=== alu_share_arbiter ===
**alu_share_arbiter: clock network drawn from the DEF**

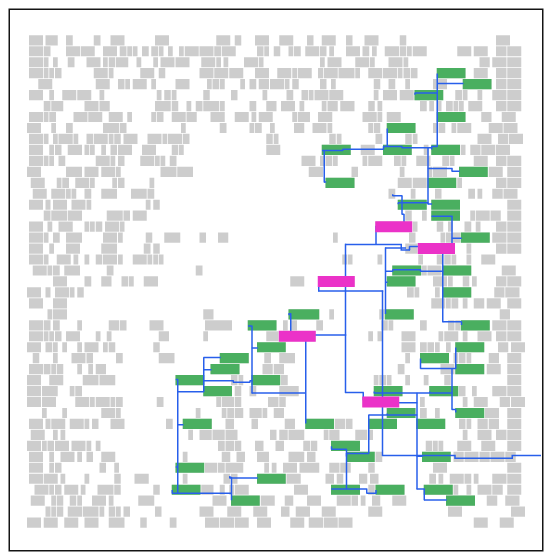

**src/rtl/alu_share_arbiter.sv**
```systemverilog
// ============================================================================
// Module   : alu_share_arbiter
// Purpose  : Round-robin sharing of one combinational ALU between two
//            requesters, with a single registered response slot.
// Revision : 1.0
// ============================================================================
`default_nettype none

`ifndef DATA_WIDTH
`define DATA_WIDTH 32
`endif

module alu_share_arbiter #(
    parameter int DATA_WIDTH = `DATA_WIDTH,
    parameter int OP_WIDTH   = 6,
    parameter int CNT_WIDTH  = 16
) (
    input  logic                  i_clk,
    input  logic                  i_rst,
    input  logic                  i_req0_valid,
    output logic                  o_req0_ready,
    input  logic [OP_WIDTH-1:0]   i_req0_op,
    input  logic [DATA_WIDTH-1:0] i_req0_a,
    input  logic [DATA_WIDTH-1:0] i_req0_b,
    input  logic                  i_req1_valid,
    output logic                  o_req1_ready,
    input  logic [OP_WIDTH-1:0]   i_req1_op,
    input  logic [DATA_WIDTH-1:0] i_req1_a,
    input  logic [DATA_WIDTH-1:0] i_req1_b,
    output logic                  o_rsp0_valid,
    input  logic                  i_rsp0_ready,
    output logic [DATA_WIDTH-1:0] o_rsp0_data,
    output logic                  o_rsp1_valid,
    input  logic                  i_rsp1_ready,
    output logic [DATA_WIDTH-1:0] o_rsp1_data,
    output logic [OP_WIDTH-1:0]   o_alu_op,
    output logic [DATA_WIDTH-1:0] o_alu_a,
    output logic [DATA_WIDTH-1:0] o_alu_b,
    input  logic [DATA_WIDTH-1:0] i_alu_c,
    output logic                  o_busy,
    output logic [CNT_WIDTH-1:0]  o_ops_count
);

    localparam logic [0:0] c_S_IDLE = 1'b0;
    localparam logic [0:0] c_S_RESP = 1'b1;

    logic [0:0]            r_state_q,      w_state_d;
    logic                  r_owner_q,      w_owner_d;
    logic                  r_last_grant_q, w_last_grant_d;
    logic [DATA_WIDTH-1:0] r_data_q,       w_data_d;
    logic [CNT_WIDTH-1:0]  r_count_q,      w_count_d;

    logic w_rsp_hs;
    logic w_free;
    logic w_gnt_valid;
    logic w_gnt_id;
    logic w_accept;

    // The slot frees up in the same cycle its current response is consumed,
    // which is what allows one operation per cycle.
    assign w_rsp_hs = (r_state_q == c_S_RESP) &
                      (r_owner_q ? i_rsp1_ready : i_rsp0_ready);
    assign w_free   = (r_state_q == c_S_IDLE) | w_rsp_hs;

    always_comb begin
        w_gnt_valid = i_req0_valid | i_req1_valid;
        w_gnt_id    = 1'b0;
        if (i_req0_valid && i_req1_valid) begin
            w_gnt_id = ~r_last_grant_q;
        end else if (i_req1_valid) begin
            w_gnt_id = 1'b1;
        end
    end

    assign w_accept     = w_free & w_gnt_valid;
    assign o_req0_ready = w_free & w_gnt_valid & ~w_gnt_id;
    assign o_req1_ready = w_free & w_gnt_valid &  w_gnt_id;

    always_comb begin
        o_alu_op = '0;
        o_alu_a  = '0;
        o_alu_b  = '0;
        if (w_gnt_valid) begin
            o_alu_op = w_gnt_id ? i_req1_op : i_req0_op;
            o_alu_a  = w_gnt_id ? i_req1_a  : i_req0_a;
            o_alu_b  = w_gnt_id ? i_req1_b  : i_req0_b;
        end
    end

    always_comb begin
        w_state_d      = r_state_q;
        w_owner_d      = r_owner_q;
        w_last_grant_d = r_last_grant_q;
        w_data_d       = r_data_q;
        w_count_d      = r_count_q;
        if (w_accept) begin
            w_state_d      = c_S_RESP;
            w_owner_d      = w_gnt_id;
            w_last_grant_d = w_gnt_id;
            w_data_d       = i_alu_c;
        end else if (w_rsp_hs) begin
            w_state_d = c_S_IDLE;
        end
        if (w_rsp_hs) begin
            w_count_d = r_count_q + CNT_WIDTH'(1);
        end
    end

    always_ff @(posedge i_clk) begin
        if (i_rst) begin
            r_state_q      <= c_S_IDLE;
            r_owner_q      <= 1'b0;
            r_last_grant_q <= 1'b1;
            r_data_q       <= '0;
            r_count_q      <= '0;
        end else begin
            r_state_q      <= w_state_d;
            r_owner_q      <= w_owner_d;
            r_last_grant_q <= w_last_grant_d;
            r_data_q       <= w_data_d;
            r_count_q      <= w_count_d;
        end
    end

    assign o_rsp0_valid = (r_state_q == c_S_RESP) & ~r_owner_q;
    assign o_rsp1_valid = (r_state_q == c_S_RESP) &  r_owner_q;
    assign o_rsp0_data  = r_data_q;
    assign o_rsp1_data  = r_data_q;
    assign o_busy       = (r_state_q == c_S_RESP);
    assign o_ops_count  = r_count_q;

endmodule

`default_nettype wire

```
**config.mk**
```make
export PLATFORM = sky130hd
export DESIGN_NAME = alu_share_arbiter
export DESIGN_NICKNAME = d
export VERILOG_FILES = /design/src/rtl/alu_share_arbiter.sv
export SDC_FILE = /design/constraint.sdc
export NUM_CORES = 1
export LEC_CHECK = 0
export ABC_AREA = 0
export CAP_MARGIN = 25
export CORE_AREA = 4 4 128 130
export DETAILED_ROUTE_END_ITERATION = 8
export DIE_AREA = 0 0 132 134
export GPL_TIMING_DRIVEN = 0
export PLACE_DENSITY = 0.63
export SLEW_MARGIN = 25
export SYNTH_ARGS = -nofsm -noshare
export SYNTH_HDL_FRONTEND = slang
export SYNTH_SLANG_ARGS = --single-unit
```
**constraint.sdc**
```tcl
create_clock -name i_clk -period 2.37 [get_ports i_clk]
set_input_delay 0.3555 -clock i_clk [delete_from_list [all_inputs] [get_ports i_clk]]
set_output_delay 0.3555 -clock i_clk [all_outputs]
set_load 0.02 [all_outputs]
```
=== pipo_write_arbiter ===
`src/rtl/pipo_write_arbiter.sv`:
```
// pipo_write_arbiter
//
// Round-robin arbiter and sequencer that shares one internal parallel-in /
// parallel-out data register among NREQ requesters.
//
// Each transaction is one grant cycle (WRITE), then HOLD_CYC settle cycles (HOLD).
// The granted requester's word is loaded into q at the WRITE->HOLD edge and ack
// pulses for one cycle. One IDLE cycle always separates back-to-back grants.
//
// Ports:
//   clk    in   1            system clock, rising edge
//   reset  in   1            synchronous, active-low reset
//   req    in   NREQ         level-sensitive request per requester
//   wdata  in   NREQ*WIDTH   data of requester i at [i*WIDTH +: WIDTH]
//   gnt    out  NREQ         one-hot grant, zero when idle
//   ack    out  NREQ         one-cycle pulse to the owner once its word is in q
//   q      out  WIDTH        shared register contents
//   owner  out  OW           index of the current or last granted requester
//   busy   out  1            high while a transaction is in progress
module pipo_write_arbiter #(
  parameter int NREQ     = 4,
  parameter int WIDTH    = 4,
  parameter int HOLD_CYC = 2,
  localparam int OW      = $clog2(NREQ)
) (
  input  logic                    clk,
  input  logic                    reset,
  input  logic [NREQ-1:0]         req,
  input  logic [NREQ*WIDTH-1:0]   wdata,
  output logic [NREQ-1:0]         gnt,
  output logic [NREQ-1:0]         ack,
  output logic [WIDTH-1:0]        q,
  output logic [OW-1:0]           owner,
  output logic                    busy
);

  // Illegal configurations stop elaboration.
  generate
    if (HOLD_CYC < 1) begin : g_bad_hold
      $error("pipo_write_arbiter: HOLD_CYC must be >= 1");
    end
    if ((NREQ < 2) || (NREQ > 8)) begin : g_bad_nreq
      $error("pipo_write_arbiter: NREQ must be in 2..8");
    end
  endgenerate

  // Hold counter must be at least one bit wide even when HOLD_CYC is 1.
  localparam int            HW        = (HOLD_CYC > 1) ? $clog2(HOLD_CYC) : 1;
  localparam logic [HW-1:0] HOLD_LAST = HW'(HOLD_CYC - 1);
  localparam logic [OW-1:0] LAST_REQ  = OW'(NREQ - 1);

  typedef enum logic [1:0] {
    IDLE  = 2'd0,
    WRITE = 2'd1,
    HOLD  = 2'd2
  } state_t;

  state_t               state_reg, state_next;
  logic [OW-1:0]        ptr_reg, ptr_next;
  logic [HW-1:0]        hcnt_reg, hcnt_next;
  logic [NREQ-1:0]      gnt_reg, gnt_next;
  logic [NREQ-1:0]      ack_reg, ack_next;
  logic [WIDTH-1:0]     q_reg, q_next;
  logic [OW-1:0]        owner_reg, owner_next;
  logic                 busy_reg, busy_next;

  // Per-requester view of the flat data bus.
  logic [WIDTH-1:0]     wslice [NREQ];

  generate
    for (genvar gi = 0; gi < NREQ; gi++) begin : g_slice
      assign wslice[gi] = wdata[gi*WIDTH +: WIDTH];
    end
  endgenerate

  // Requester index at a given distance from the round-robin pointer.
  function automatic logic [OW-1:0] rr_index(input logic [OW-1:0] base, input int off);
    int sum;
    sum = int'(base) + off;
    if (sum >= NREQ) begin
      sum = sum - NREQ;
    end
    return OW'(sum);
  endfunction

  // Round-robin pick: scanning from the far end down means the request
  // closest to ptr is the last one written, so it wins.
  logic                 found;
  logic [OW-1:0]        sel;

  always_comb begin
    found = 1'b0;
    sel   = '0;
    for (int off = NREQ - 1; off >= 0; off--) begin
      if (req[rr_index(ptr_reg, off)]) begin
        found = 1'b1;
        sel   = rr_index(ptr_reg, off);
      end
    end
  end

  // Next-state and output logic. Every output is registered, so the values
  // computed here appear on the ports one edge later.
  always_comb begin
    state_next = state_reg;
    ptr_next   = ptr_reg;
    hcnt_next  = hcnt_reg;
    gnt_next   = gnt_reg;
    ack_next   = '0;
    q_next     = q_reg;
    owner_next = owner_reg;
    busy_next  = busy_reg;

    case (state_reg)
      IDLE: begin
        gnt_next  = '0;
        busy_next = 1'b0;
        if (found) begin
          state_next    = WRITE;
          gnt_next[sel] = 1'b1;
          owner_next    = sel;
          busy_next     = 1'b1;
        end
      end

      WRITE: begin
        // The word is taken from the bus as it stands at this edge.
        q_next              = wslice[owner_reg];
        ack_next[owner_reg] = 1'b1;
        hcnt_next           = '0;
        state_next          = HOLD;
      end

      HOLD: begin
        if (hcnt_reg == HOLD_LAST) begin
          gnt_next   = '0;
          busy_next  = 1'b0;
          hcnt_next  = '0;
          ptr_next   = (owner_reg == LAST_REQ) ? '0 : owner_reg + OW'(1);
          state_next = IDLE;
        end else begin
          hcnt_next = hcnt_reg + HW'(1);
        end
      end

      default: begin
        state_next = IDLE;
        gnt_next   = '0;
        busy_next  = 1'b0;
      end
    endcase
  end

  always_ff @(posedge clk) begin
    if (!reset) begin
      state_reg <= IDLE;
      ptr_reg   <= '0;
      hcnt_reg  <= '0;
      gnt_reg   <= '0;
      ack_reg   <= '0;
      q_reg     <= '0;
      owner_reg <= '0;
      busy_reg  <= 1'b0;
    end else begin
      state_reg <= state_next;
      ptr_reg   <= ptr_next;
      hcnt_reg  <= hcnt_next;
      gnt_reg   <= gnt_next;
      ack_reg   <= ack_next;
      q_reg     <= q_next;
      owner_reg <= owner_next;
      busy_reg  <= busy_next;
    end
  end

  assign gnt   = gnt_reg;
  assign ack   = ack_reg;
  assign q     = q_reg;
  assign owner = owner_reg;
  assign busy  = busy_reg;

endmodule
```
`config.mk`:
```
export PLATFORM = sky130hd
export DESIGN_NAME = pipo_write_arbiter
export DESIGN_NICKNAME = d
export VERILOG_FILES = /design/src/rtl/pipo_write_arbiter.sv
export SDC_FILE = /design/constraint.sdc
export NUM_CORES = 1
export LEC_CHECK = 0
export CAP_MARGIN = 20
export CORE_MARGIN = 2
export CORE_UTILIZATION = 44
export DETAILED_ROUTE_END_ITERATION = 8
export PLACE_DENSITY = 0.84
export SETUP_SLACK_MARGIN = 0.15
export SKIP_CTS_REPAIR_TIMING = 1
export SYNTH_ARGS = -nofsm -noshare
export SYNTH_HDL_FRONTEND = slang
export SYNTH_SLANG_ARGS = --single-unit
```
`constraint.sdc`:
```
create_clock -name clk -period 2.1 [get_ports clk]
set_clock_uncertainty 0.1 [all_clocks]
set_input_delay 0.315 -clock clk [delete_from_list [all_inputs] [get_ports clk]]
set_output_delay 0.315 -clock clk [all_outputs]
set_load 0.1 [all_outputs]
```
**alu_share_arbiter: drive-strength map**

The bar under the picture is 50 um long.
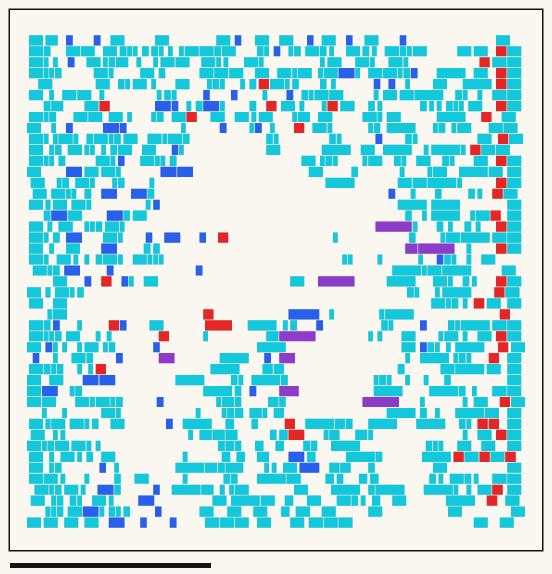
Key: x2 = blue [cells 74, share 8.8%]; x3 and x4 = red [cells 45, share 5.3%]; x6 and larger = purple [cells 9, share 1.1%]; x1 and smaller = cyan [cells 716, share 85%]

About 'clock network drawn from the DEF' of alu_share_arbiter:
Key: clock-net drivers = magenta [count 5]; flip-flops = green [count 51]; clock wires = blue [length 674 um]
There are 6 routed clock nets.

==> impl_metrics.toml, alu_share_arbiter <==
# generated from flow reports
[outcome]
outcome = "completed"

[pwr]
p_int_w = 0.001976
leakage_nw = 2.754

[worst_setup_path]
crit_chain = "clkdlybuf4s50_1 -> a21boi_4 -> buf_6 -> clkbuf_4 -> nand2_1 -> o21ai_0 -> dlygate4sd2_1"
crit_family = "buffers and inverters"
worst-path-buf-inv = 4
path_class = "input port to output port"

[synth]
synthArstFlopShare = 0
synthAoiAreaFrac = 0.2022

[place]
dp_cells = 1023
globalplace.congestion = 0.8344
portBuffers = 330

[global_route]
antenna_found_initial = 1
gr-max-usage-layer = "met2"

[layout]
fin_cells = 1032
drive_gt1_frac = 0.1517
diodes = 0
clockNetworkAreaShare = 0.02251

[worst_hold_path]
hp-class = "input port to flop"

[final_timing]
fin_skew_ns = 0.01198
tightest_slew_ns = 0.6277
[alu_share_arbiter: path summary, 6_finish.rpt]
| path | cells past startpoint | slack [ns] | start | endpoint |
|---|---|---|---|---|
| worst max-delay path | 7 | 0.09 | i_req1_valid | o_alu_b[8] |
| worst max register to register | 7 | 0.46 | r_owner_q | o_rsp0_data[14] |
| worst min-delay path | 2 | 0.44 | i_rst | r_last_grant_q |
| worst min register to register | 2 | 0.48 | o_rsp0_data[6] | o_rsp0_data[6] |
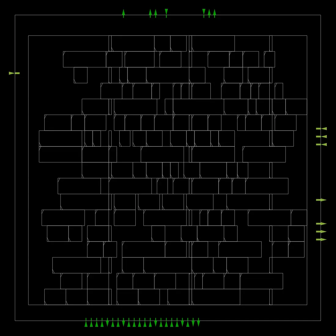
**Above:** pipo_write_arbiter (placement view).
post-layout util: 0.6561
TAP cells: 28

==> impl_metrics.toml, pipo_write_arbiter <==
# generated from flow reports
[synth]
yosysWarnings = 0
ff_type = "dfxtp_1"
fp_nets = 134

[final_timing]
setup_viol = 0
finalHoldViolCount = 0
finalCriticalPeriod_ns = 1.814

[worst_setup_path]
required_ns = 2.21
r2r_setup_slack_ns = 0.29
crit_path_max_incr_delay_ns = 0.54
r2r_start = "ptr_reg[1]"
crit_path_end_kind = "flop"
cp.arrival_ns = 1.92

[detailed_routing]
via_per_inst = 5.216
totalWireLength_mm = 2.267
wire_per_inst_um = 13.26

[pwr]
ir_worst_vdd_uv = 526.7
total_power_w = 0.001192
seq-power_w = 0.000450
pg_clk_w = 0.000223

[place]
dp_cells = 167
portBuffers = 36
pre_cts_slack_ns = -0.005988

[global_route]
grt_pass1_wl_mm = 3.670
grt_max_degree = 14

[clock_network]
clk_pin_slew_ns = 0.11
htreeDepth = 1

[layout]
fin_cells = 171
area_growth_syn_to_layout_pct = 40.27

[job]
tool_warnings = 32

[outcome]
outcome = "completed"
[pipo_write_arbiter: layer usage]
layer | wire length, um | track usage
met1 | 986 | 0.2093
met4 | 11 | 0.03846
met2 | 1179 | 0.3333
met3 | 90 | 0.04286
met5 | 0 | 0
[pipo_write_arbiter: cell families after synthesis]
kind of cell | Yosys count | share of synthesized area
simple gates | 36 | 0.1838
flops | 20 | 0.3869
compound gates | 18 | 0.1245
mux | 12 | 0.1645
buf+inv | 10 | 0.04353
fa+ha+maj | 8 | 0.09674


==> notes/layouts.md <==
Pictures saved along the way, in no particular order.

Signal metal coverage by tile.
Plate I
The bar under the picture is 20 um long. 10 x 10 tiles, from dark purple (low) to yellow (high), scaled to the fullest tile. Values are wire area over tile area, all layers added.
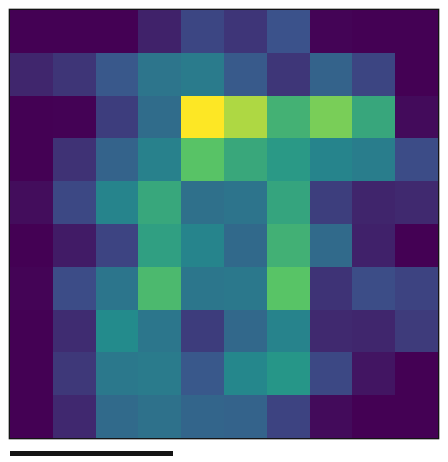
Plate II
The bar under the picture is 50 um long. 26 x 27 tiles, from dark purple (low) to yellow (high), scaled to the fullest tile. Values are wire area over tile area, all layers added.
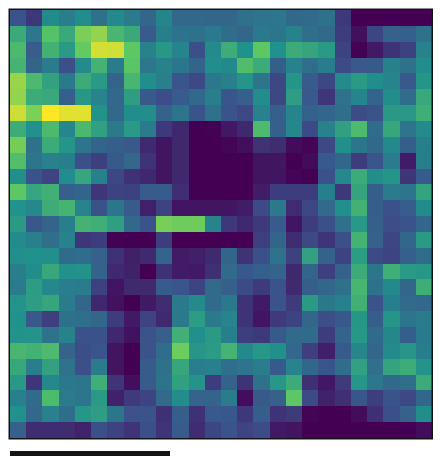
The one with the largest die is Plate II.
Plate II is alu_share_arbiter.
Plate I is pipo_write_arbiter.


==> notes/layouts.md <==
Pictures saved along the way, in no particular order.

Sequential cells colored by netlist name.
Other sequential cells in the stronger gray, the rest of the logic in the fainter gray.
(a)
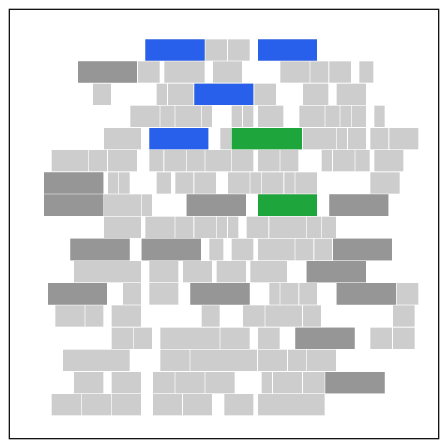
(b)
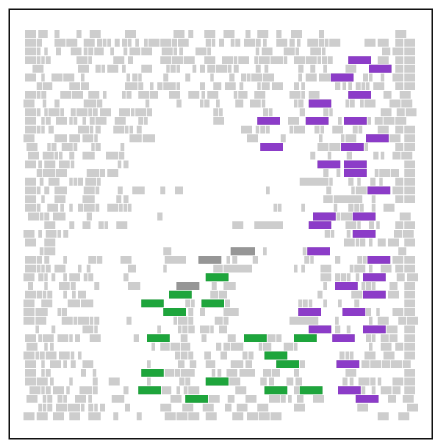
alu_share_arbiter: (b)
pipo_write_arbiter: (a)
Of these, most cells: (b)
Of these, most sequential cells: (b)

